==================== tetris_row_clear_flat
**tetris_row_clear_flat: cell classes on the final placement**

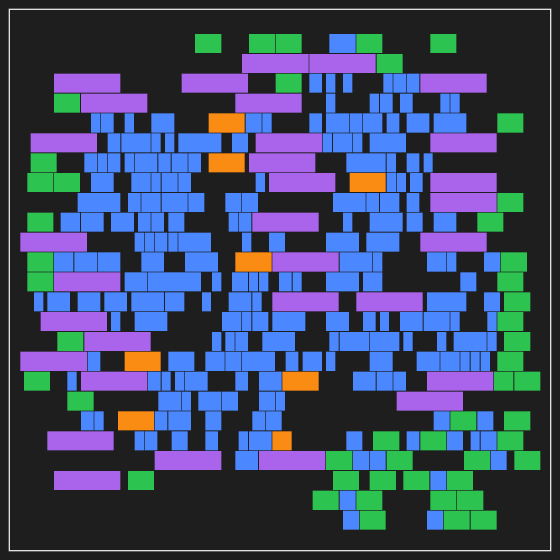

[config.mk]
export PLATFORM = sky130hd
export DESIGN_NAME = tetris_row_clear_flat
export DESIGN_NICKNAME = d
export VERILOG_FILES = /design/src/rtl/tetris_pkg.sv /design/src/rtl/tetris_row_clear_if.sv /design/src/rtl/tetris_score_acc.sv /design/src/rtl/tetris_row_clear.sv /design/src/flat_wrapper.sv
export SDC_FILE = /design/constraint.sdc
export NUM_CORES = 1
export LEC_CHECK = 0
export CAP_MARGIN = 30
export CORE_MARGIN = 1
export CORE_UTILIZATION = 42
export DETAILED_ROUTE_END_ITERATION = 8
export HOLD_SLACK_MARGIN = 0.06
export PLACE_DENSITY = 0.74
export SYNTH_ARGS = -nofsm -noshare
export SYNTH_HDL_FRONTEND = slang
export SYNTH_SLANG_ARGS = --single-unit
[constraint.sdc]
create_clock -name clk -period 10.2 [get_ports clk]
set_input_delay 1.53 -clock clk [delete_from_list [all_inputs] [get_ports clk]]
set_output_delay 1.53 -clock clk [all_outputs]
set_load 0.1 [all_outputs]
[src/rtl/tetris_pkg.sv]
// Shared Tetris constants: board geometry, row-clear FSM encoding and the line-clear score table
// (also used by the LCD formatter).
package tetris_pkg;

  localparam int unsigned BOARD_ROWS = 24;
  localparam int unsigned BOARD_COLS = 10;
  localparam int unsigned ADDR_W     = 5;
  localparam int unsigned SCORE_W    = 7;
  localparam int unsigned SCORE_MAX  = 99;
  localparam int unsigned INC_W      = 4;

  typedef enum logic [1:0] {
    StIdle = 2'd0,
    StScan = 2'd1,
    StFill = 2'd2,
    StDone = 2'd3
  } rc_state_e;

  // Points for a single pass; anything beyond a four-line clear scores like one.
  function automatic logic [INC_W-1:0] score_inc(input logic [ADDR_W-1:0] lines);
    logic [INC_W-1:0] inc;
    case (lines)
      5'd0:    inc = 4'd0;
      5'd1:    inc = 4'd1;
      5'd2:    inc = 4'd3;
      5'd3:    inc = 4'd5;
      default: inc = 4'd8;
    endcase
    return inc;
  endfunction

endpackage

[src/rtl/tetris_row_clear_if.sv]
// Control, board row port and status bundle of the row-clear engine.
// slave = the engine, master = the top level owning the board array.
interface tetris_row_clear_if;
  import tetris_pkg::*;

  logic                  start;
  logic                  score_clr;
  logic                  busy;
  logic                  done;
  logic [ADDR_W-1:0]     rd_addr;
  logic [BOARD_COLS-1:0] rd_data;
  logic                  wr_en;
  logic [ADDR_W-1:0]     wr_addr;
  logic [BOARD_COLS-1:0] wr_data;
  logic [ADDR_W-1:0]     lines_cleared;
  logic [SCORE_W-1:0]    score;

  modport master (
    output start, score_clr, rd_data,
    input  busy, done, rd_addr, wr_en, wr_addr, wr_data, lines_cleared, score
  );

  modport slave (
    input  start, score_clr, rd_data,
    output busy, done, rd_addr, wr_en, wr_addr, wr_data, lines_cleared, score
  );

endinterface

[src/rtl/tetris_score_acc.sv]
// Saturating score accumulator: adds the table value for a pass's line count on upd;
// a synchronous clear takes priority over a coinciding update.
module tetris_score_acc import tetris_pkg::*; (
  input  logic               clk,
  input  logic               rst,
  input  logic               clr,
  input  logic               upd,
  input  logic [ADDR_W-1:0]  lines,
  output logic [SCORE_W-1:0] score
);

  localparam logic [SCORE_W:0] SatLimit = (SCORE_W + 1)'(SCORE_MAX);

  logic [SCORE_W-1:0] score_q, score_d;
  logic [SCORE_W:0]   sum;

  always_comb begin
    sum     = {1'b0, score_q} + {{(SCORE_W + 1 - INC_W){1'b0}}, score_inc(lines)};
    score_d = score_q;
    if (clr) begin
      score_d = '0;
    end else if (upd) begin
      score_d = (sum > SatLimit) ? SCORE_W'(SCORE_MAX) : sum[SCORE_W-1:0];
    end
  end

  always_ff @(posedge clk or negedge rst) begin
    if (!rst) begin
      score_q <= '0;
    end else begin
      score_q <= score_d;
    end
  end

  assign score = score_q;

endmodule

[src/rtl/tetris_row_clear.sv]
// Line-clear engine: scans the board bottom-up, drops surviving rows over full ones,
// zero-fills the vacated top rows and reports the lines removed plus a saturating score.
module tetris_row_clear import tetris_pkg::*; (
  input logic              clk,
  input logic              rst,
  tetris_row_clear_if.slave bus
);

  localparam logic [ADDR_W-1:0] LastRow = ADDR_W'(BOARD_ROWS - 1);

  rc_state_e         state_q, state_d;
  logic [ADDR_W-1:0] rd_ptr_q, wr_ptr_q, cnt_q, lines_q;
  logic              busy_q, done_q;
  logic              row_full, last_row, enter_done;
  logic [ADDR_W-1:0] cnt_scan, cnt_final;

  assign row_full = &bus.rd_data;
  assign last_row = (rd_ptr_q == '0);

  always_comb begin
    cnt_scan  = cnt_q + ADDR_W'(row_full);
    cnt_final = (state_q == StScan) ? cnt_scan : cnt_q;
    state_d   = state_q;
    unique case (state_q)
      StIdle:  if (bus.start) state_d = StScan;
      StScan:  if (last_row) state_d = (cnt_scan != '0) ? StFill : StDone;
      StFill:  if (wr_ptr_q == '0) state_d = StDone;
      StDone:  state_d = StIdle;
      default: state_d = StIdle;
    endcase
    enter_done = (state_d == StDone);
  end

  // The write port is combinational: a surviving row is rewritten in the same cycle it is read,
  // always at or below its old position, so it never overwrites an unread row.
  always_comb begin
    bus.wr_en   = 1'b0;
    bus.wr_addr = '0;
    bus.wr_data = '0;
    if (state_q == StScan && !row_full && cnt_q != '0) begin
      bus.wr_en   = 1'b1;
      bus.wr_addr = wr_ptr_q;
      bus.wr_data = bus.rd_data;
    end else if (state_q == StFill) begin
      bus.wr_en   = 1'b1;
      bus.wr_addr = wr_ptr_q;
    end
  end

  always_ff @(posedge clk or negedge rst) begin
    if (!rst) begin
      state_q  <= StIdle;
      rd_ptr_q <= '0;
      wr_ptr_q <= '0;
      cnt_q    <= '0;
      lines_q  <= '0;
      busy_q   <= 1'b0;
      done_q   <= 1'b0;
    end else begin
      state_q <= state_d;
      busy_q  <= (state_d != StIdle);
      done_q  <= enter_done;
      unique case (state_q)
        StIdle: begin
          if (bus.start) begin
            rd_ptr_q <= LastRow;
            wr_ptr_q <= LastRow;
            cnt_q    <= '0;
          end
        end
        StScan: begin
          if (row_full) begin
            cnt_q <= cnt_scan;
          end else if (wr_ptr_q != '0) begin
            wr_ptr_q <= wr_ptr_q - 1'b1;
          end
          // rd_ptr parks at row 0 so rd_addr holds its last value outside the scan.
          if (!last_row) rd_ptr_q <= rd_ptr_q - 1'b1;
        end
        StFill: begin
          if (wr_ptr_q != '0) wr_ptr_q <= wr_ptr_q - 1'b1;
        end
        default: ;
      endcase
      if (enter_done) lines_q <= cnt_final;
    end
  end

  tetris_score_acc u_score_acc (
    .clk   (clk),
    .rst   (rst),
    .clr   (bus.score_clr),
    .upd   (enter_done),
    .lines (cnt_final),
    .score (bus.score)
  );

  assign bus.busy          = busy_q;
  assign bus.done          = done_q;
  assign bus.rd_addr       = rd_ptr_q;
  assign bus.lines_cleared = lines_q;

endmodule

[src/flat_wrapper.sv]
// flat-port wrapper written by rule: the top's interface ports become plain ports
module tetris_row_clear_flat import tetris_pkg::*;
  (clk, rst, bus_start, bus_score_clr, bus_rd_data, bus_busy, bus_done, bus_rd_addr, bus_wr_en, bus_wr_addr, bus_wr_data, bus_lines_cleared, bus_score);
  tetris_row_clear_if bus_i ();
  input logic clk;
  input logic rst;
  input wire logic [$bits(bus_i.start)-1:0] bus_start;
  input wire logic [$bits(bus_i.score_clr)-1:0] bus_score_clr;
  input wire logic [$bits(bus_i.rd_data)-1:0] bus_rd_data;
  output wire logic [$bits(bus_i.busy)-1:0] bus_busy;
  output wire logic [$bits(bus_i.done)-1:0] bus_done;
  output wire logic [$bits(bus_i.rd_addr)-1:0] bus_rd_addr;
  output wire logic [$bits(bus_i.wr_en)-1:0] bus_wr_en;
  output wire logic [$bits(bus_i.wr_addr)-1:0] bus_wr_addr;
  output wire logic [$bits(bus_i.wr_data)-1:0] bus_wr_data;
  output wire logic [$bits(bus_i.lines_cleared)-1:0] bus_lines_cleared;
  output wire logic [$bits(bus_i.score)-1:0] bus_score;
  assign bus_i.start = bus_start;
  assign bus_i.score_clr = bus_score_clr;
  assign bus_i.rd_data = bus_rd_data;
  assign bus_busy = bus_i.busy;
  assign bus_done = bus_i.done;
  assign bus_rd_addr = bus_i.rd_addr;
  assign bus_wr_en = bus_i.wr_en;
  assign bus_wr_addr = bus_i.wr_addr;
  assign bus_wr_data = bus_i.wr_data;
  assign bus_lines_cleared = bus_i.lines_cleared;
  assign bus_score = bus_i.score;
  tetris_row_clear u_core (.clk(clk), .rst(rst), .bus(bus_i));
endmodule
==================== board_state_ram
==> config.mk <==
export PLATFORM = sky130hd
export DESIGN_NAME = board_state_ram
export DESIGN_NICKNAME = d
export VERILOG_FILES = /design/src/rtl/board_state_ram.sv
export SDC_FILE = /design/constraint.sdc
export NUM_CORES = 1
export LEC_CHECK = 0
export CORE_MARGIN = 10
export CORE_UTILIZATION = 45
export CTS_CLUSTER_SIZE = 8
export DETAILED_ROUTE_END_ITERATION = 6
export GPL_ROUTABILITY_DRIVEN = 0
export SLEW_MARGIN = 0
export SYNTH_ARGS = -nofsm -noshare
export SYNTH_HDL_FRONTEND = slang
export SYNTH_SLANG_ARGS = --single-unit
==> constraint.sdc <==
create_clock -name clk -period 3.5 [get_ports clk]
set_clock_uncertainty 0.1 [all_clocks]
set_input_delay 0.35 -clock clk [delete_from_list [all_inputs] [get_ports clk]]
set_output_delay 0.35 -clock clk [all_outputs]
set_load 0.02 [all_outputs]
==> src/rtl/board_state_ram.sv <==
// Board cell RAM: one write port, two combinational read ports, a self-sequencing
// bulk-clear sweep (also run out of reset) and running black/white stone counters.
module board_state_ram #(
  parameter int BOARD_W = 8,
  parameter int BOARD_H = 8,
  parameter int ADDR_W  = 6,
  parameter int CELL_W  = 2
) (
  input  logic              clk,
  input  logic              rst,
  input  logic              clr_req,
  output logic              busy,
  input  logic              wr_en,
  input  logic [ADDR_W-1:0] wr_addr,
  input  logic [CELL_W-1:0] wr_data,
  output logic              wr_drop,
  input  logic [ADDR_W-1:0] rd_addr_1,
  input  logic [ADDR_W-1:0] rd_addr_2,
  output logic [CELL_W-1:0] rd_data_out_1,
  output logic [CELL_W-1:0] rd_data_out_2,
  output logic [ADDR_W:0]   cnt_black,
  output logic [ADDR_W:0]   cnt_white
);

  localparam int DEPTH = BOARD_W * BOARD_H;
  // Range checks use one extra address bit so they stay meaningful when DEPTH == 2**ADDR_W.
  localparam logic [ADDR_W:0]   DEPTH_X = (ADDR_W+1)'(DEPTH);
  localparam logic [ADDR_W-1:0] LAST    = ADDR_W'(DEPTH - 1);
  localparam logic [CELL_W-1:0] C_BLACK = CELL_W'(1);
  localparam logic [CELL_W-1:0] C_WHITE = CELL_W'(2);

  typedef enum logic {S_IDLE, S_CLEAR} state_e;

  state_e            state_q, state_d;
  logic [ADDR_W-1:0] clr_ptr_q, clr_ptr_d;
  logic [ADDR_W:0]   cnt_black_q, cnt_black_d;
  logic [ADDR_W:0]   cnt_white_q, cnt_white_d;
  logic              wr_drop_q, wr_drop_d;

  logic [CELL_W-1:0] mem_q [DEPTH];
  logic              mem_we;
  logic [ADDR_W-1:0] mem_waddr;
  logic [CELL_W-1:0] mem_wdata;

  logic              wr_in_range;
  logic [CELL_W-1:0] old_cell;

  assign wr_in_range = {1'b0, wr_addr} < DEPTH_X;
  assign old_cell    = wr_in_range ? mem_q[wr_addr] : '0;

  always_comb begin
    state_d     = state_q;
    clr_ptr_d   = clr_ptr_q;
    cnt_black_d = cnt_black_q;
    cnt_white_d = cnt_white_q;
    wr_drop_d   = 1'b0;
    mem_we      = 1'b0;
    mem_waddr   = clr_ptr_q;
    mem_wdata   = '0;
    case (state_q)
      S_CLEAR: begin
        mem_we    = 1'b1;
        wr_drop_d = wr_en;
        clr_ptr_d = clr_ptr_q + 1'b1;
        if (clr_ptr_q == LAST) begin
          state_d   = S_IDLE;
          clr_ptr_d = '0;
        end
      end
      S_IDLE: begin
        if (clr_req) begin
          state_d     = S_CLEAR;
          clr_ptr_d   = '0;
          cnt_black_d = '0;
          cnt_white_d = '0;
          wr_drop_d   = wr_en;
        end else if (wr_en) begin
          if (wr_in_range) begin
            mem_we      = 1'b1;
            mem_waddr   = wr_addr;
            mem_wdata   = wr_data;
            // Old and new cell both adjust the tallies on the same edge.
            cnt_black_d = cnt_black_q - (ADDR_W+1)'(old_cell == C_BLACK)
                                      + (ADDR_W+1)'(wr_data == C_BLACK);
            cnt_white_d = cnt_white_q - (ADDR_W+1)'(old_cell == C_WHITE)
                                      + (ADDR_W+1)'(wr_data == C_WHITE);
          end else begin
            wr_drop_d = 1'b1;
          end
        end
      end
      default: state_d = S_IDLE;
    endcase
  end

  always_ff @(posedge clk or posedge rst) begin
    if (rst) begin
      state_q     <= S_CLEAR;
      clr_ptr_q   <= '0;
      cnt_black_q <= '0;
      cnt_white_q <= '0;
      wr_drop_q   <= 1'b0;
    end else begin
      state_q     <= state_d;
      clr_ptr_q   <= clr_ptr_d;
      cnt_black_q <= cnt_black_d;
      cnt_white_q <= cnt_white_d;
      wr_drop_q   <= wr_drop_d;
    end
  end

  // Array has no reset; the sweep that follows reset zeroes it.
  always_ff @(posedge clk) begin
    if (mem_we && !rst) begin
      mem_q[mem_waddr] <= mem_wdata;
    end
  end

  assign rd_data_out_1 = ({1'b0, rd_addr_1} < DEPTH_X) ? mem_q[rd_addr_1] : '0;
  assign rd_data_out_2 = ({1'b0, rd_addr_2} < DEPTH_X) ? mem_q[rd_addr_2] : '0;

  assign busy      = (state_q == S_CLEAR);
  assign wr_drop   = wr_drop_q;
  assign cnt_black = cnt_black_q;
  assign cnt_white = cnt_white_q;

endmodule

==================== uart_tx_arbiter
===== src/rtl/uart_tx_arbiter.sv =====
// Round-robin, packet-locked arbiter sharing one UART transmitter among NUM_REQ byte streams.
// Optional stalled-owner timeout is compiled in with `define UART_ARB_TIMEOUT_EN.
module uart_tx_arbiter #(
    parameter int NUM_REQ        = 4,
    parameter int MAX_PKT_LEN    = 16,
    parameter int TIMEOUT_CYCLES = 1024
) (
    input  logic                 clk,
    input  logic                 rst,
    input  logic [NUM_REQ-1:0]   req_valid,
    input  logic [8*NUM_REQ-1:0] req_data,
    input  logic [NUM_REQ-1:0]   req_last,
    output logic [NUM_REQ-1:0]   req_ready,
    output logic                 tx_valid,
    output logic [7:0]           tx_data,
    input  logic                 tx_ready,
    output logic [NUM_REQ-1:0]   grant,
    output logic                 busy
`ifdef UART_ARB_TIMEOUT_EN
    ,
    output logic                 timeout_err
`endif
);

    localparam int PTR_W = (NUM_REQ > 1) ? $clog2(NUM_REQ) : 1;
    localparam logic [7:0] MAX_LEN = 8'(MAX_PKT_LEN);
    localparam logic [PTR_W-1:0] LAST_IDX = PTR_W'(NUM_REQ - 1);

    if (NUM_REQ < 1 || NUM_REQ > 16 || MAX_PKT_LEN < 1 || MAX_PKT_LEN > 255 || TIMEOUT_CYCLES < 1)
    begin : g_bad_params
        $error("uart_tx_arbiter: parameter out of range");
    end

    typedef enum logic {IDLE, XFER} state_t;

    state_t             state_reg, state_next;
    logic [PTR_W-1:0]   owner_reg, owner_next;
    logic [PTR_W-1:0]   last_ptr_reg, last_ptr_next;
    logic [NUM_REQ-1:0] grant_reg, grant_next;
    logic [7:0]         byte_cnt_reg, byte_cnt_next;

    logic [7:0]         lane_data [NUM_REQ];
    logic [PTR_W-1:0]   win_idx;
    logic               win_found;
    logic               handshake;
    logic               release_now;
    int                 scan_idx;

`ifdef UART_ARB_TIMEOUT_EN
    localparam int STALL_W = $clog2(TIMEOUT_CYCLES + 1);
    localparam logic [STALL_W-1:0] STALL_LIMIT = STALL_W'(TIMEOUT_CYCLES - 1);
    logic [STALL_W-1:0] stall_cnt_reg, stall_cnt_next;
    logic               timeout_reg, timeout_next;
`endif

    for (genvar gi = 0; gi < NUM_REQ; gi++) begin : g_lane
        assign lane_data[gi] = req_data[8*gi +: 8];
    end

    // Rotating priority: scan starts just after the previous owner.
    always_comb begin
        win_found = 1'b0;
        win_idx   = '0;
        scan_idx  = 0;
        for (int k = 1; k <= NUM_REQ; k++) begin
            scan_idx = (int'(last_ptr_reg) + k) % NUM_REQ;
            if (!win_found && req_valid[PTR_W'(scan_idx)]) begin
                win_found = 1'b1;
                win_idx   = PTR_W'(scan_idx);
            end
        end
    end

    always_comb begin
        tx_valid  = 1'b0;
        tx_data   = 8'h00;
        req_ready = '0;
        if (state_reg == XFER) begin
            tx_valid             = req_valid[owner_reg];
            req_ready[owner_reg] = tx_ready;
            if (req_valid[owner_reg]) begin
                tx_data = lane_data[owner_reg];
            end
        end
    end

    assign handshake = tx_valid && tx_ready;
    assign grant     = grant_reg;
    assign busy      = (state_reg == XFER);
`ifdef UART_ARB_TIMEOUT_EN
    assign timeout_err = timeout_reg;
`endif

    always_comb begin
        state_next    = state_reg;
        owner_next    = owner_reg;
        last_ptr_next = last_ptr_reg;
        grant_next    = grant_reg;
        byte_cnt_next = byte_cnt_reg;
        release_now   = 1'b0;
`ifdef UART_ARB_TIMEOUT_EN
        stall_cnt_next = stall_cnt_reg;
        timeout_next   = 1'b0;
`endif
        case (state_reg)
            IDLE: begin
                if (win_found) begin
                    state_next          = XFER;
                    owner_next          = win_idx;
                    grant_next          = '0;
                    grant_next[win_idx] = 1'b1;
                    byte_cnt_next       = '0;
                end
            end
            XFER: begin
                if (handshake) begin
                    byte_cnt_next = byte_cnt_reg + 8'd1;
                    if (req_last[owner_reg] || byte_cnt_next == MAX_LEN) begin
                        release_now = 1'b1;
                    end
                end
`ifdef UART_ARB_TIMEOUT_EN
                if (req_valid[owner_reg]) begin
                    stall_cnt_next = '0;
                end else if (stall_cnt_reg == STALL_LIMIT) begin
                    release_now  = 1'b1;
                    timeout_next = 1'b1;
                end else begin
                    stall_cnt_next = stall_cnt_reg + 1'b1;
                end
`endif
                if (release_now) begin
                    state_next    = IDLE;
                    grant_next    = '0;
                    last_ptr_next = owner_reg;
                    byte_cnt_next = '0;
`ifdef UART_ARB_TIMEOUT_EN
                    stall_cnt_next = '0;
`endif
                end
            end
            default: state_next = IDLE;
        endcase
    end

    always_ff @(posedge clk or posedge rst) begin
        if (rst) begin
            state_reg    <= IDLE;
            owner_reg    <= '0;
            last_ptr_reg <= LAST_IDX;
            grant_reg    <= '0;
            byte_cnt_reg <= '0;
`ifdef UART_ARB_TIMEOUT_EN
            stall_cnt_reg <= '0;
            timeout_reg   <= 1'b0;
`endif
        end else begin
            state_reg    <= state_next;
            owner_reg    <= owner_next;
            last_ptr_reg <= last_ptr_next;
            grant_reg    <= grant_next;
            byte_cnt_reg <= byte_cnt_next;
`ifdef UART_ARB_TIMEOUT_EN
            stall_cnt_reg <= stall_cnt_next;
            timeout_reg   <= timeout_next;
`endif
        end
    end

endmodule

===== config.mk =====
export PLATFORM = sky130hd
export DESIGN_NAME = uart_tx_arbiter
export DESIGN_NICKNAME = d
export VERILOG_FILES = /design/src/rtl/uart_tx_arbiter.sv
export SDC_FILE = /design/constraint.sdc
export NUM_CORES = 1
export LEC_CHECK = 0
export ABC_AREA = 1
export CORE_UTILIZATION = 46
export CTS_BUF_LIST = sky130_fd_sc_hd__clkbuf_8
export DETAILED_ROUTE_END_ITERATION = 12
export GPL_ROUTABILITY_DRIVEN = 0
export PLACE_DENSITY_LB_ADDON = 0.05
export SLEW_MARGIN = 20
export SYNTH_ARGS = -nofsm -noshare
export SYNTH_HDL_FRONTEND = slang
export SYNTH_SLANG_ARGS = --single-unit

===== constraint.sdc =====
create_clock -name clk -period 2.42 [get_ports clk]
set_input_delay 0.484 -clock clk [delete_from_list [all_inputs] [get_ports clk]]
set_output_delay 0.484 -clock clk [all_outputs]
set_load 0.03 [all_outputs]

==================== prefix_add_sequencer_flat
**config.mk**
```make
export PLATFORM = sky130hd
export DESIGN_NAME = prefix_add_sequencer_flat
export DESIGN_NICKNAME = d
export VERILOG_FILES = /design/src/rtl/prefix_add_sequencer_pkg.sv /design/src/rtl/prefix_add_sequencer_if.sv /design/src/rtl/prefix_add_sequencer_slice_mux.sv /design/src/rtl/prefix_add_sequencer.sv /design/src/flat_wrapper.sv
export SDC_FILE = /design/constraint.sdc
export NUM_CORES = 1
export LEC_CHECK = 0
export ABC_AREA = 1
export CAP_MARGIN = 30
export CORE_MARGIN = 2
export CORE_UTILIZATION = 48
export CTS_CLUSTER_SIZE = 24
export DETAILED_ROUTE_END_ITERATION = 8
export PLACE_DENSITY = 0.78
export RECOVER_POWER = 50
export SLEW_MARGIN = 25
export SYNTH_ARGS = -nofsm -noshare
export SYNTH_HDL_FRONTEND = slang
export SYNTH_SLANG_ARGS = --single-unit
```
**constraint.sdc**
```tcl
create_clock -name clk -period 2.1 [get_ports clk]
set_clock_uncertainty 0.05 [all_clocks]
set_input_delay 0.42 -clock clk [delete_from_list [all_inputs] [get_ports clk]]
set_output_delay 0.42 -clock clk [all_outputs]
set_load 0.02 [all_outputs]
```
**src/rtl/prefix_add_sequencer_pkg.sv**
```systemverilog
// Shared constants and state encoding for the sliced add/sub sequencer.
package prefix_add_sequencer_pkg;

    localparam int INPUTSIZE = 16;
    localparam int GROUPSIZE = 4;

    typedef enum logic [1:0] {
        ST_IDLE = 2'd0,
        ST_RUN  = 2'd1,
        ST_DONE = 2'd2
    } state_e;

    // The slice index must be at least one bit wide, even when there is a single slice.
    function automatic int idx_width(input int nchunk);
        return (nchunk > 1) ? $clog2(nchunk) : 1;
    endfunction

endpackage

```
**src/rtl/prefix_add_sequencer_if.sv**
```systemverilog
// Request, result and shared-adder signals of the sequencer. The master side is the EXU
// together with the external combinational adder; the slave side is the sequencer.
interface prefix_add_sequencer_if #(
    parameter int WIDTH = 64,
    parameter int CHUNK = 16
);
    logic             in_valid;
    logic             in_ready;
    logic [WIDTH-1:0] in_a;
    logic [WIDTH-1:0] in_b;
    logic             in_sub;
    logic [CHUNK-1:0] add_a;
    logic [CHUNK-1:0] add_b;
    logic             add_cin;
    logic [CHUNK-1:0] add_sum;
    logic             add_cout;
    logic             out_valid;
    logic             out_ready;
    logic [WIDTH-1:0] out_sum;
    logic             out_cout;
    logic             out_ovf;
    logic             busy;

    modport master (
        output in_valid, in_a, in_b, in_sub, out_ready, add_sum, add_cout,
        input  in_ready, add_a, add_b, add_cin, out_valid, out_sum, out_cout, out_ovf, busy
    );

    modport slave (
        input  in_valid, in_a, in_b, in_sub, out_ready, add_sum, add_cout,
        output in_ready, add_a, add_b, add_cin, out_valid, out_sum, out_cout, out_ovf, busy
    );
endinterface

```
**src/rtl/prefix_add_sequencer_slice_mux.sv**
```systemverilog
// Selects the current operand slices for the shared adder and decodes the result-slice
// write enable. Everything is zero while inactive so the adder sees quiet inputs.
module seq_slice_mux #(
    parameter int WIDTH  = 64,
    parameter int CHUNK  = 16,
    parameter int NCHUNK = WIDTH / CHUNK,
    parameter int IDX_W  = 2
) (
    input  logic              active,
    input  logic [IDX_W-1:0]  idx,
    input  logic [WIDTH-1:0]  a,
    input  logic [WIDTH-1:0]  b_eff,
    output logic [CHUNK-1:0]  slice_a,
    output logic [CHUNK-1:0]  slice_b,
    output logic [NCHUNK-1:0] wr_en
);

    always_comb begin
        // NOTE: every output gets a default first, so no path leaves one unassigned (no latch).
        slice_a = '0;
        slice_b = '0;
        wr_en   = '0;
        if (active) begin
            for (int k = 0; k < NCHUNK; k++) begin
                if (idx == IDX_W'(k)) begin
                    slice_a  = a[k*CHUNK +: CHUNK];
                    slice_b  = b_eff[k*CHUNK +: CHUNK];
                    wr_en[k] = 1'b1;
                end
            end
        end
    end

endmodule

```
**src/rtl/prefix_add_sequencer.sv**
```systemverilog
// Sequences a WIDTH-bit add/sub through one external CHUNK-bit adder, LSB slice first,
// with the carry registered between slices.
module prefix_add_sequencer
    import prefix_add_sequencer_pkg::*;
#(
    parameter int WIDTH = 64,
    parameter int CHUNK = INPUTSIZE
) (
    input  logic                   clk,
    input  logic                   rst_n,
    prefix_add_sequencer_if.slave  bus
);

    localparam int NCHUNK = WIDTH / CHUNK;
    localparam int IDX_W  = idx_width(NCHUNK);
    localparam int GROUPS = CHUNK / GROUPSIZE;

    if ((WIDTH % CHUNK) != 0) begin : g_bad_width
        $error("prefix_add_sequencer: WIDTH must be a multiple of CHUNK");
    end
    if (GROUPS < 2 || (GROUPS & (GROUPS - 1)) != 0) begin : g_bad_chunk
        $error("prefix_add_sequencer: CHUNK/GROUPSIZE must be a power of two >= 2");
    end

    state_e             state_q, state_d;
    logic [IDX_W-1:0]   idx_q;
    logic               carry_q;
    logic [WIDTH-1:0]   a_q, b_q;
    logic [WIDTH-1:0]   out_sum_q;
    logic               out_cout_q, out_ovf_q;
    logic [NCHUNK-1:0]  wr_en;
    logic               running, accept, last;

    seq_slice_mux #(
        .WIDTH  (WIDTH),
        .CHUNK  (CHUNK),
        .NCHUNK (NCHUNK),
        .IDX_W  (IDX_W)
    ) u_slice_mux (
        .active  (running),
        .idx     (idx_q),
        .a       (a_q),
        .b_eff   (b_q),
        .slice_a (bus.add_a),
        .slice_b (bus.add_b),
        .wr_en   (wr_en)
    );

    assign running = (state_q == ST_RUN);
    assign accept  = bus.in_valid && (state_q == ST_IDLE);
    assign last    = (idx_q == IDX_W'(NCHUNK - 1));

    always_comb begin
        state_d       = state_q;
        bus.in_ready  = 1'b0;
        bus.out_valid = 1'b0;
        bus.busy      = 1'b1;
        bus.add_cin   = 1'b0;
        unique case (state_q)
            ST_IDLE: begin
                bus.in_ready = 1'b1;
                bus.busy     = 1'b0;
                if (bus.in_valid) state_d = ST_RUN;
            end
            ST_RUN: begin
                bus.add_cin = carry_q;
                if (last) state_d = ST_DONE;
            end
            ST_DONE: begin
                bus.out_valid = 1'b1;
                if (bus.out_ready) state_d = ST_IDLE;
            end
            default: state_d = ST_IDLE;
        endcase
    end

    // NOTE: operand registers are reset along with the datapath so nothing depends on power-up values.
    always_ff @(posedge clk) begin
        // NOTE: all state updates are non-blocking so every register samples pre-edge values.
        if (!rst_n) begin
            state_q    <= ST_IDLE;
            idx_q      <= '0;
            carry_q    <= 1'b0;
            a_q        <= '0;
            b_q        <= '0;
            out_sum_q  <= '0;
            out_cout_q <= 1'b0;
            out_ovf_q  <= 1'b0;
        end else begin
            state_q <= state_d;
            if (accept) begin
                a_q     <= bus.in_a;
                b_q     <= bus.in_sub ? ~bus.in_b : bus.in_b;
                carry_q <= bus.in_sub;
                idx_q   <= '0;
            end else if (running) begin
                for (int k = 0; k < NCHUNK; k++) begin
                    if (wr_en[k]) out_sum_q[k*CHUNK +: CHUNK] <= bus.add_sum;
                end
                carry_q <= bus.add_cout;
                // The index holds on the last slice rather than wrapping.
                if (last) begin
                    out_cout_q <= bus.add_cout;
                    out_ovf_q  <= (a_q[WIDTH-1] == b_q[WIDTH-1]) &&
                                  (bus.add_sum[CHUNK-1] != a_q[WIDTH-1]);
                end else begin
                    idx_q <= idx_q + IDX_W'(1);
                end
            end
        end
    end

    assign bus.out_sum  = out_sum_q;
    assign bus.out_cout = out_cout_q;
    assign bus.out_ovf  = out_ovf_q;

endmodule

```
**src/flat_wrapper.sv**
```systemverilog
// flat-port wrapper written by rule: the top's interface ports become plain ports
module prefix_add_sequencer_flat import prefix_add_sequencer_pkg::*;
#(
    parameter int WIDTH = 64,
    parameter int CHUNK = INPUTSIZE
)
  (clk, rst_n, bus_in_valid, bus_in_a, bus_in_b, bus_in_sub, bus_out_ready, bus_add_sum, bus_add_cout, bus_in_ready, bus_add_a, bus_add_b, bus_add_cin, bus_out_valid, bus_out_sum, bus_out_cout, bus_out_ovf, bus_busy);
  prefix_add_sequencer_if #(.WIDTH(WIDTH), .CHUNK(CHUNK)) bus_i ();
  input  logic clk;
  input  logic rst_n;
  input wire logic [$bits(bus_i.in_valid)-1:0] bus_in_valid;
  input wire logic [$bits(bus_i.in_a)-1:0] bus_in_a;
  input wire logic [$bits(bus_i.in_b)-1:0] bus_in_b;
  input wire logic [$bits(bus_i.in_sub)-1:0] bus_in_sub;
  input wire logic [$bits(bus_i.out_ready)-1:0] bus_out_ready;
  input wire logic [$bits(bus_i.add_sum)-1:0] bus_add_sum;
  input wire logic [$bits(bus_i.add_cout)-1:0] bus_add_cout;
  output wire logic [$bits(bus_i.in_ready)-1:0] bus_in_ready;
  output wire logic [$bits(bus_i.add_a)-1:0] bus_add_a;
  output wire logic [$bits(bus_i.add_b)-1:0] bus_add_b;
  output wire logic [$bits(bus_i.add_cin)-1:0] bus_add_cin;
  output wire logic [$bits(bus_i.out_valid)-1:0] bus_out_valid;
  output wire logic [$bits(bus_i.out_sum)-1:0] bus_out_sum;
  output wire logic [$bits(bus_i.out_cout)-1:0] bus_out_cout;
  output wire logic [$bits(bus_i.out_ovf)-1:0] bus_out_ovf;
  output wire logic [$bits(bus_i.busy)-1:0] bus_busy;
  assign bus_i.in_valid = bus_in_valid;
  assign bus_i.in_a = bus_in_a;
  assign bus_i.in_b = bus_in_b;
  assign bus_i.in_sub = bus_in_sub;
  assign bus_i.out_ready = bus_out_ready;
  assign bus_i.add_sum = bus_add_sum;
  assign bus_i.add_cout = bus_add_cout;
  assign bus_in_ready = bus_i.in_ready;
  assign bus_add_a = bus_i.add_a;
  assign bus_add_b = bus_i.add_b;
  assign bus_add_cin = bus_i.add_cin;
  assign bus_out_valid = bus_i.out_valid;
  assign bus_out_sum = bus_i.out_sum;
  assign bus_out_cout = bus_i.out_cout;
  assign bus_out_ovf = bus_i.out_ovf;
  assign bus_busy = bus_i.busy;
  prefix_add_sequencer #(.WIDTH(WIDTH), .CHUNK(CHUNK)) u_core (.clk(clk), .rst_n(rst_n), .bus(bus_i));
endmodule
```

==> gallery <==
Track usage over the die.
Plate I
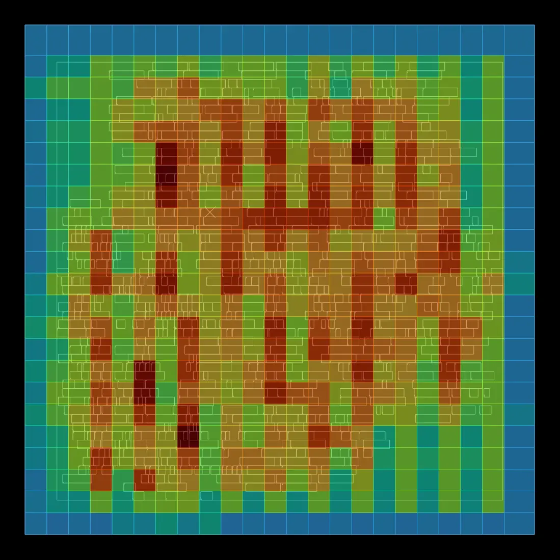
Plate II
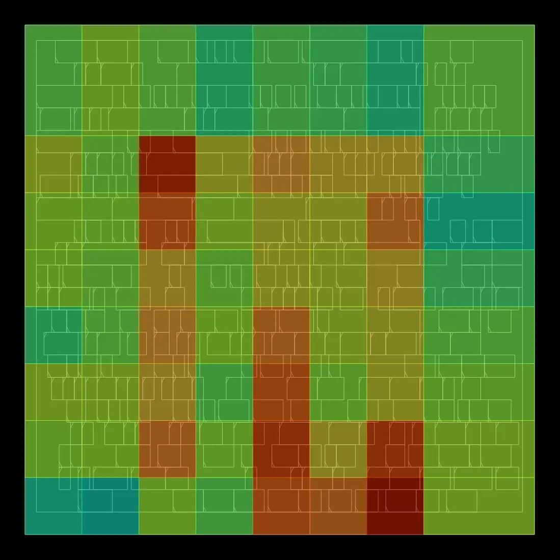
Plate III
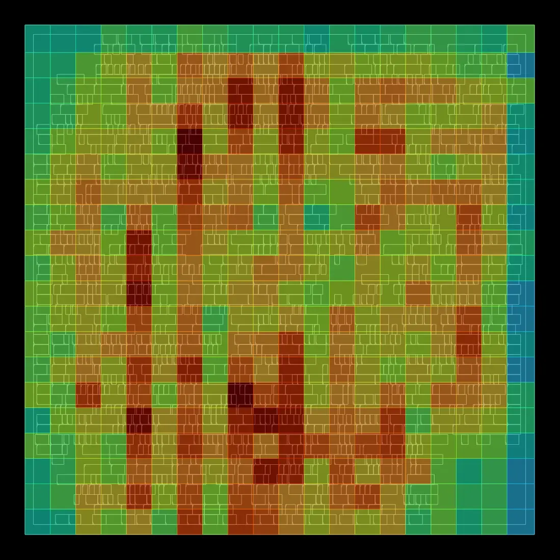
Plate IV
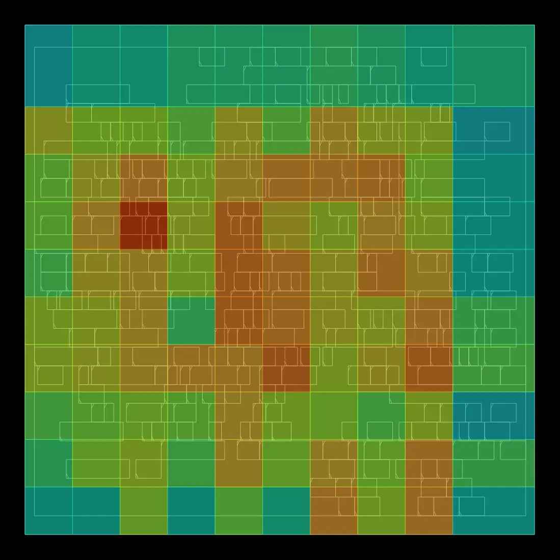
For tetris_row_clear_flat, see Plate IV.
For board_state_ram, see Plate I.
For uart_tx_arbiter, see Plate II.
For prefix_add_sequencer_flat, see Plate III.

**board_state_ram: cell classes on the final placement**

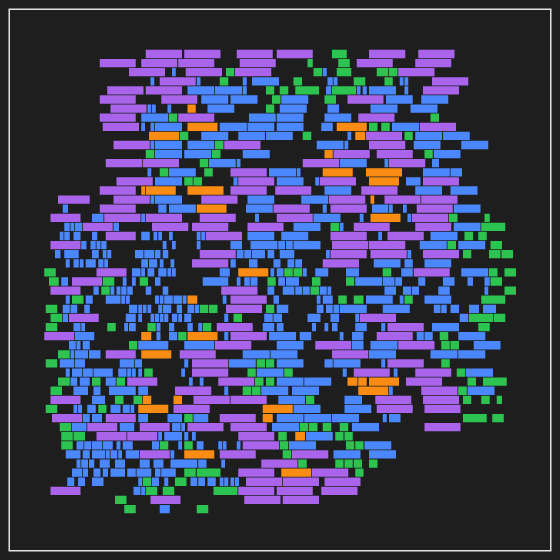
legend:
  purple:
    class: flops
    cells: 150
    share_of_their_area: 41%
  green:
    class: other buffers and delay cells
    cells: 149
    share_of_their_area: 12%
  blue:
    class: combinational and other logic
    cells: 447
    share_of_their_area: 42%
  orange:
    class: clock drivers and dummy loads
    cells: 32
    share_of_their_area: 5.4%
Core ar.: 19600 sq um
num rows: 51
final design area excluding fillers: 11200 sq um

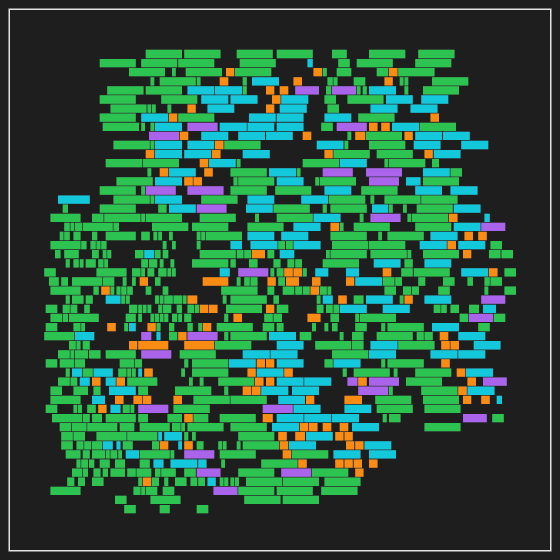
**Above:** board_state_ram (cell sizes after repair).
legend:
  green:
    size: _0 and _1 cells
    cells: 494
    share: 63%
  purple:
    size: _6 and larger
    cells: 30
    share: 3.9%
  cyan:
    size: _2 cells
    cells: 140
    share: 18%
  orange:
    size: _3 and _4 cells
    cells: 114
    share: 15%
final setup slack of the worst path: -0.107 ns
layout-stage area growth over the synthesis result: 24.1%

==> run summary, board_state_ram <==
The run has ended; figures from its reports follow.

The final cycle utilization of the critical path came out at 103%. The number of remaining DRC errors is 1. For the pin with the worst max-slew slack, the measured transition is 0.978 ns. In the post-route analysis, the smallest setup slack over all paths is -0.107 ns. The footprint of the flip-flops and latches came out at ~4400 sq um.

Summing the areas of all compound-gate instances in the mapped netlist gives 6.63% of the synthesized area. The synthesized chip area reported by yosys came out at about 9000 sq um. The multi-input gate count came out at between 400 and 500.

Per the finish-stage timing summary, setup violations number 2. The run finished, with violations left. The total buffers and inverters traversed by the critical path came out at 5. The total power draw is 0.00599 W.

The flip-flop count of the largest register after layout is 128. The power in combinational cells is 0.00197 W. The met1 usage in global routing came out at 26.0%. Per the synth log, the flip-flop and latch total comes to ~150.

The routed design uses 12.4 mm of met2 wire. Per the detail_route log, the uppermost layer with routed signals is met4. For reference, XOR and XNOR gates occupy less than 1% of the area reported after synthesis. mem_q holds more flip-flops than any other register. Derived from the worst setup path, the maximum achievable clock frequency is 277 MHz. Per the cell usage report, the commonest logic cells after layout are sky130_fd_sc_hd__edfxtp_1, sky130_fd_sc_hd__mux4_2, sky130_fd_sc_hd__buf_4.

The power density of the placed cells came out at 536 nW/um^2. The met2 track utilization from global routing is 31.9%. The placed standard-cell area is 10400 sq um. The fraction of final cell area spent on clock buffers and inverters in this run is 5.22%.

The sequential area share after synthesis is between 40% and 50%. The final reports fail on design-rule violations, negative setup slack. The script logs the ratio of routed vias to standard cells as 6.14. By count the netlist is led by sky130_fd_sc_hd__edfxtp_1, sky130_fd_sc_hd__mux4_2, sky130_fd_sc_hd__nor2_1. For the worst reg-to-reg path, the startpoint reported by OpenROAD is mem_q[47][0]. The iteration count of the initial detailed-routing pass came out at 7. The sum of met3 wire segment lengths after detailed routing is 2.17 mm. The worst-case clock buffer depth came out at 2.
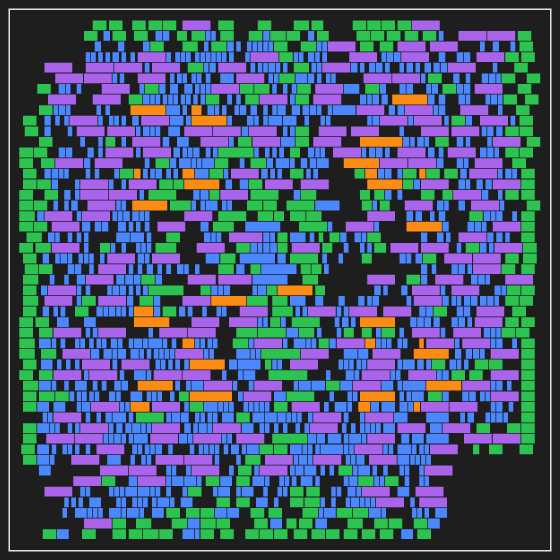
**Above:** prefix_add_sequencer_flat (cell classes on the final placement).
legend:
  blue:
    class: combinational and other logic
    cells: 956
    share_of_their_area: 37%
  purple:
    class: flops
    cells: 199
    share_of_their_area: 32%
  orange:
    class: clock drivers and dummy loads
    cells: 31
    share_of_their_area: 4.6%
  green:
    class: other buffers and delay cells
    cells: 314
    share_of_their_area: 26%
final design area excluding fillers: 12900 sq um
Layout Utilization: 72.1%
num rows: 49
register share of the cell area: 31.0%

==> run summary, prefix_add_sequencer_flat <==
The run has ended; figures from its reports follow.

The dominant logic cell type in the layout is sky130_fd_sc_hd__nand2_1. The portion of the layout cell area used by non-clock buffers came out at 25.7%. The remaining global-route overflow is 0.

The post-CTS hold buffer count recorded in the log is 0. The met1 wire length came out at 11.2 mm. The synthesis stats list as the most numerous cell sky130_fd_sc_hd__nand2_1. The detailed-route wire length per cell came out at 15.3 um. The run finished, with violations left. Summed over all instances, the cell type with the most area after synthesis is sky130_fd_sc_hd__dfxtp_1.

The worst setup slack after layout is -0.195 ns. Per the finish-stage timing summary, setup violations number between 100 and 150. The final cycle utilization of the critical path is 109%. For this run, the slowest stage of the critical path takes 0.37 ns. The number of filler instances in the final layout is ~1400. The checks that failed: negative setup slack.

The count of buffers from port buffering is approximately 250. Across all hold checks on the routed design, the worst slack comes to around 0.28 ns. The count of boundary I/O pins came out at 252. The worst min-delay path category is input port to register. Per report_power, the sequential group accounts for 46.6% of the total. The clock tree from TritonCTS is built. The average instance area after synthesis came out at 7.01 sq um.

The element type at the critical path start is a register. Global routing consumed, over all layers together, 26.1% of the routing resources. The antenna cell count came out at 2. The number of ordinary and repair buffers in the finished layout is 314. The number of remaining DRC errors is 0. In the post-synthesis netlist, the biggest area contributors are sky130_fd_sc_hd__dfxtp_1, sky130_fd_sc_hd__nand2_1, sky130_fd_sc_hd__nor2_1. Per the summary, power density relative to cell area is 696 nW/um^2. The wire length of the first global-routing pass came out at 41.1 mm. The total of max-cap violations came out at 0.
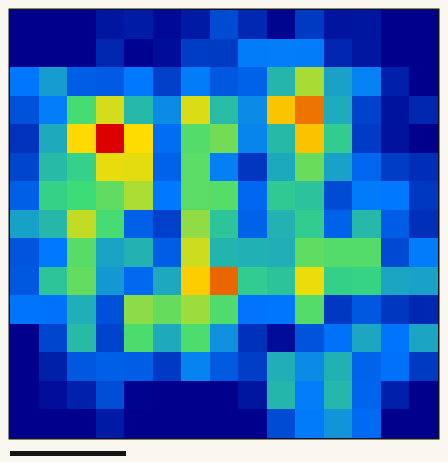
**Above:** tetris_row_clear_flat (wire density map).
Bar = 20 um. 15 x 15 tiles, from dark blue (low) to red (high), scaled to the fullest tile. Values are wire area over tile area, all layers added.
mean over tiles: 0.14
tiles over half the peak: 18%
emptiest ninth of the die: south-west
routed wire length: 4.69 mm
average wire per cell in the routed design: 13.1 um
total vias in the final route: 1888
total global routing track utilization: 18.7%

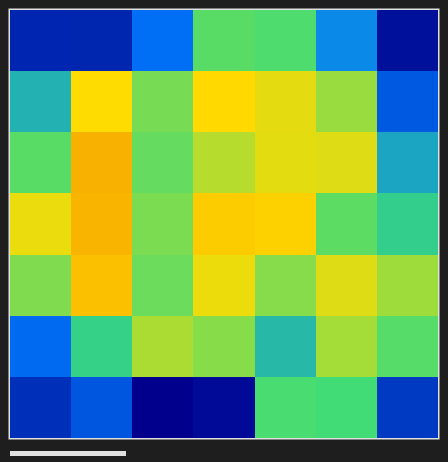
**Above:** tetris_row_clear_flat (cell density map).
Bar = 20 um. 7 x 7 tiles, from dark blue (low) to red (high), 0 to 100% covered.
nearly empty tiles: 2.0%
fullest tile: 80%
emptiest ninth of the die: south-west
mean over tiles: 50%
tiles over 75% full: 12%
Core ar.: 4850 sq um
Layout Utilization: 57.6%
starting density of the core: 44.9%

## Picture notes: 'cell classes on the final placement' of tetris_row_clear_flat
legend:
  blue:
    class: combinational and other logic
    cells: 203
    share_of_their_area: 49%
  purple:
    class: flops
    cells: 31
    share_of_their_area: 29%
  orange:
    class: clock drivers and dummy loads
    cells: 8
    share_of_their_area: 3.8%
  green:
    class: other buffers and delay cells
    cells: 49
    share_of_their_area: 18%
num rows: 25
register share of the cell area: 27.8%
final design area excluding fillers: 2790 sq um

==> run summary, tetris_row_clear_flat <==
The run has ended; figures from its reports follow.

The most common logic cell in the final layout is sky130_fd_sc_hd__clkdlybuf4s50_1. The number of filler instances in the final layout came out at 432. Sorting the synthesized cells by area gives the leading types as sky130_fd_sc_hd__dfrtp_1, sky130_fd_sc_hd__ha_1, sky130_fd_sc_hd__nor2_1. The total buffers and inverters traversed by the critical path came out at 2.

met2 is the most crowded layer. By area, logic gates come first. The sequential cell count is 31. The met1 wire length came out at 2.19 mm. The worst-case clock buffer depth is 2. The total overflow left after global routing is 0. The startpoint identified for the worst hold timing path is u_core.bus.lines_cleared[2]. The total power draw came out at 0.000820 W.

The run finished with clean final reports. The power report lists cell-internal power as between 0.0003 and 0.0004 W. The endpoint class of the critical path is a primary output. The tap cell count is 67.

Per the post-synthesis report, the number of cells in the design is 246. The number of CTS-inserted buffers came out at 5. The average vias per placed instance is roughly 5.3. The fraction of post-synthesis cell area in the top cell type by area is 35.7%. OpenSTA lists the critical path endpoint as bus_wr_addr[2]. STA lists the endpoint of the worst register-to-register path as u_core.u_score_acc.score[2]. The wire length of the first global-routing pass came out at around 7.9 mm. The timing report gives the biggest stage delay along the critical path as 0.97 ns.

The yosys cell count came out at 246. Among all stages on the critical path, the largest delay is contributed by sky130_fd_sc_hd__clkdlybuf4s50_1. In this run the critical register-to-register path is launched from u_core.state_q[1]. The multi-input combinational cell area is roughly 1300 sq um. The number of DRC markers in iteration 0 is 108. For this run, design rule violations remaining after detail routing come to 0. The data required time at the worst endpoint came out at around 8.7 ns. The placed standard-cell area is 2690 sq um. The maximum fanout along the worst path is 11.
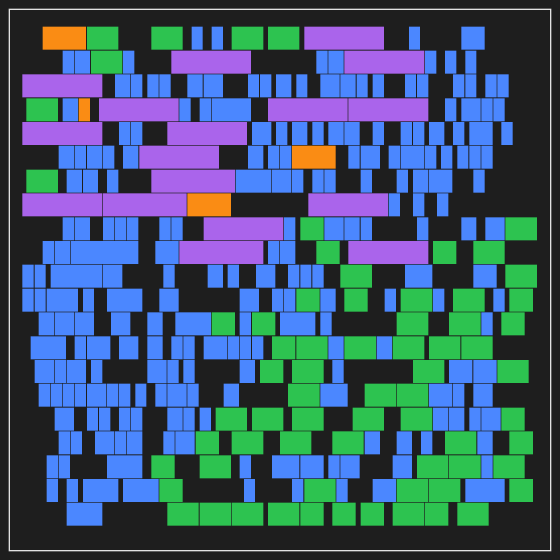
**Above:** uart_tx_arbiter (cell classes on the final placement).
legend:
  orange:
    class: clock drivers and dummy loads
    cells: 4
    share_of_their_area: 2.0%
  blue:
    class: combinational and other logic
    cells: 227
    share_of_their_area: 51%
  green:
    class: other buffers and delay cells
    cells: 69
    share_of_their_area: 28%
  purple:
    class: flops
    cells: 17
    share_of_their_area: 19%
num rows: 21
final design area excluding fillers: 2330 sq um
Core ar.: 3360 sq um
Layout Utilization: 69.2%

==> run summary, uart_tx_arbiter <==
The run has ended; figures from its reports follow.

The register with the most flip-flops in the layout has 8 of them. The placed standard-cell area came out at 2260 sq um. In this run the tools logged warnings totalling 26. Measured against the total synthesized area, the mux share comes to 0%. The register share of total power came out at 20.4%.

The sequential area share after synthesis is 26.1%. The number of filler instances in the final layout is about 340. The detailed-route via count came out at 1783.

The floorplan net count is 296. The non-filler instance count after layout came out at 363. The delay of the slowest cell on the worst path is roughly 0.69 ns. The width of the die is 61.7 um. Ranked by total cell area, the synthesized netlist is headed by sky130_fd_sc_hd__dfrtp_1, sky130_fd_sc_hd__nand2_1, sky130_fd_sc_hd__nand3_1. The worst-case clock buffer depth came out at 2.

For reference, the top cells by count after synthesis are sky130_fd_sc_hd__nand2_1, sky130_fd_sc_hd__nand3_1, sky130_fd_sc_hd__nor2_1. Grouping stages by cell kind, the critical path spends the most delay in buffers and inverters. The setup violation total in the final timing report is 0. The flow ran to the end, and the final reports show no timing, DRC or antenna violations. Once detail routing completed, the nets flagged for antenna violations numbered 0. The STA report counts the stages on the worst setup path as 4. Yosys reported a register bit count of 17. The depth of the most critical reg-to-reg path came out at 12.

The pre-placement core utilization is 48.8%. Looking at the cell usage after synthesis, the top flip-flop cell is sky130_fd_sc_hd__dfrtp_1. The count of boundary I/O pins came out at 61. STA classifies the critical path startpoint as an input port.

The area of the chip came out at 3810 sq um. The endpoint class of the critical path is a primary output. The main power-consuming group is combinational logic. The final hold violation count came out at 0. The power in combinational cells came out at approximately 0.0018 W. The fraction of final layout cells with drive strength greater than 1 came out at 19.9%. The leading cell category by total area is logic gates. The level count of the clock H-tree is 1. In the finished design the tool counted flip-flops and latches totalling 17. The clock distribution power is 0.000203 W.


==> screenshots <==
Wire density map.
panel A
Bar = 50 um. 32 x 32 tiles, from dark blue (low) to red (high), scaled to the fullest tile. Values are wire area over tile area, all layers added.
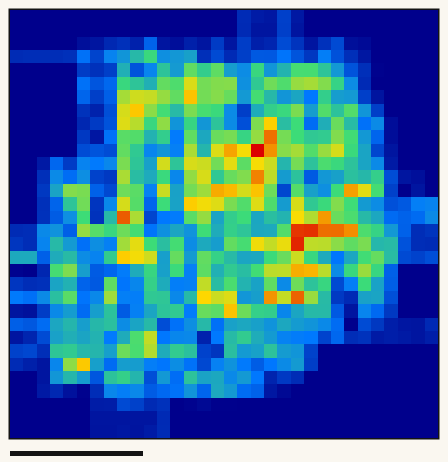
panel B
Bar = 50 um. 28 x 28 tiles, from dark blue (low) to red (high), scaled to the fullest tile. Values are wire area over tile area, all layers added.
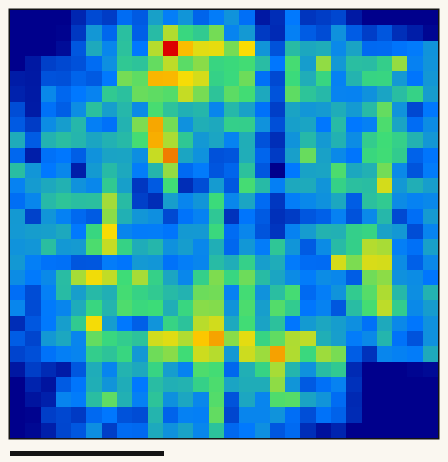
panel C
Bar = 20 um. 12 x 12 tiles, from dark blue (low) to red (high), scaled to the fullest tile. Values are wire area over tile area, all layers added.
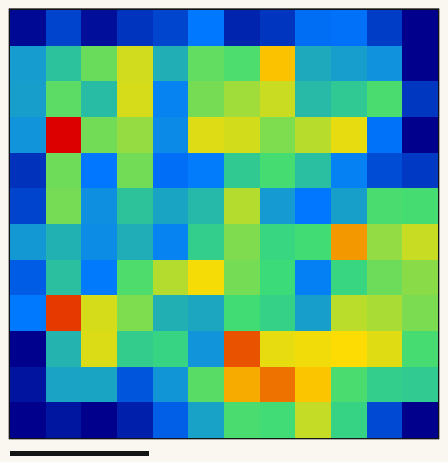
panel B: prefix_add_sequencer_flat
panel C: uart_tx_arbiter
panel A: board_state_ram

Key to panel A:
tiles over half the peak: 19%
fullest tile: 0.63
densest ninth of the die: center
emptiest ninth of the die: south-east
mean over tiles: 0.16


==> notes/layouts.md <==
Pictures saved along the way, in no particular order.

Cell density map.
picture 1
Bar = 50 um. 14 x 14 tiles, from dark blue (low) to red (high), 0 to 100% covered.
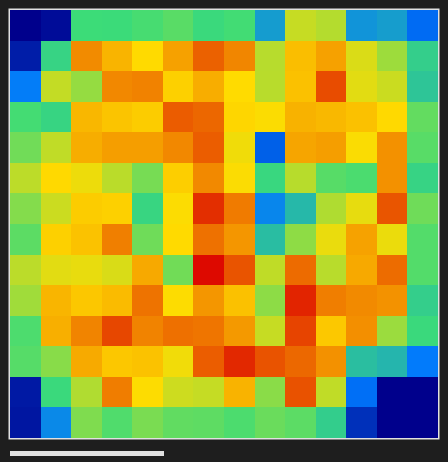
picture 2
Bar = 20 um. 6 x 6 tiles, from dark blue (low) to red (high), 0 to 100% covered.
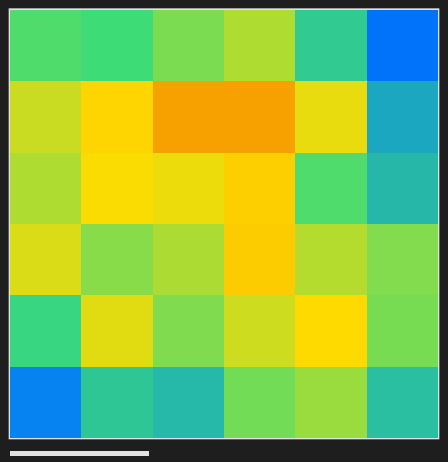
picture 3
Bar = 50 um. 16 x 16 tiles, from dark blue (low) to red (high), 0 to 100% covered.
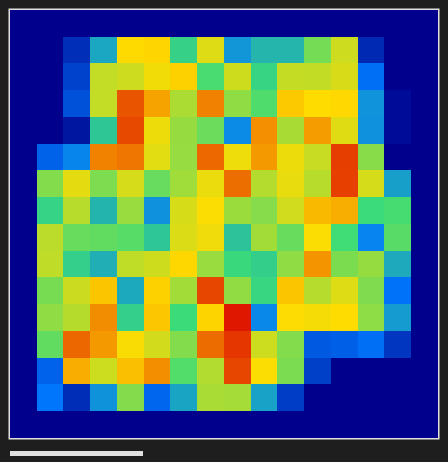
picture 2 -> uart_tx_arbiter
picture 1 -> prefix_add_sequencer_flat
picture 3 -> board_state_ram

Key to picture 1:
nearly empty tiles: 2.6%
mean over tiles: 65%
tiles over 75% full: 44%
fullest tile: 99%

Power and IR drop assume default switching activity.
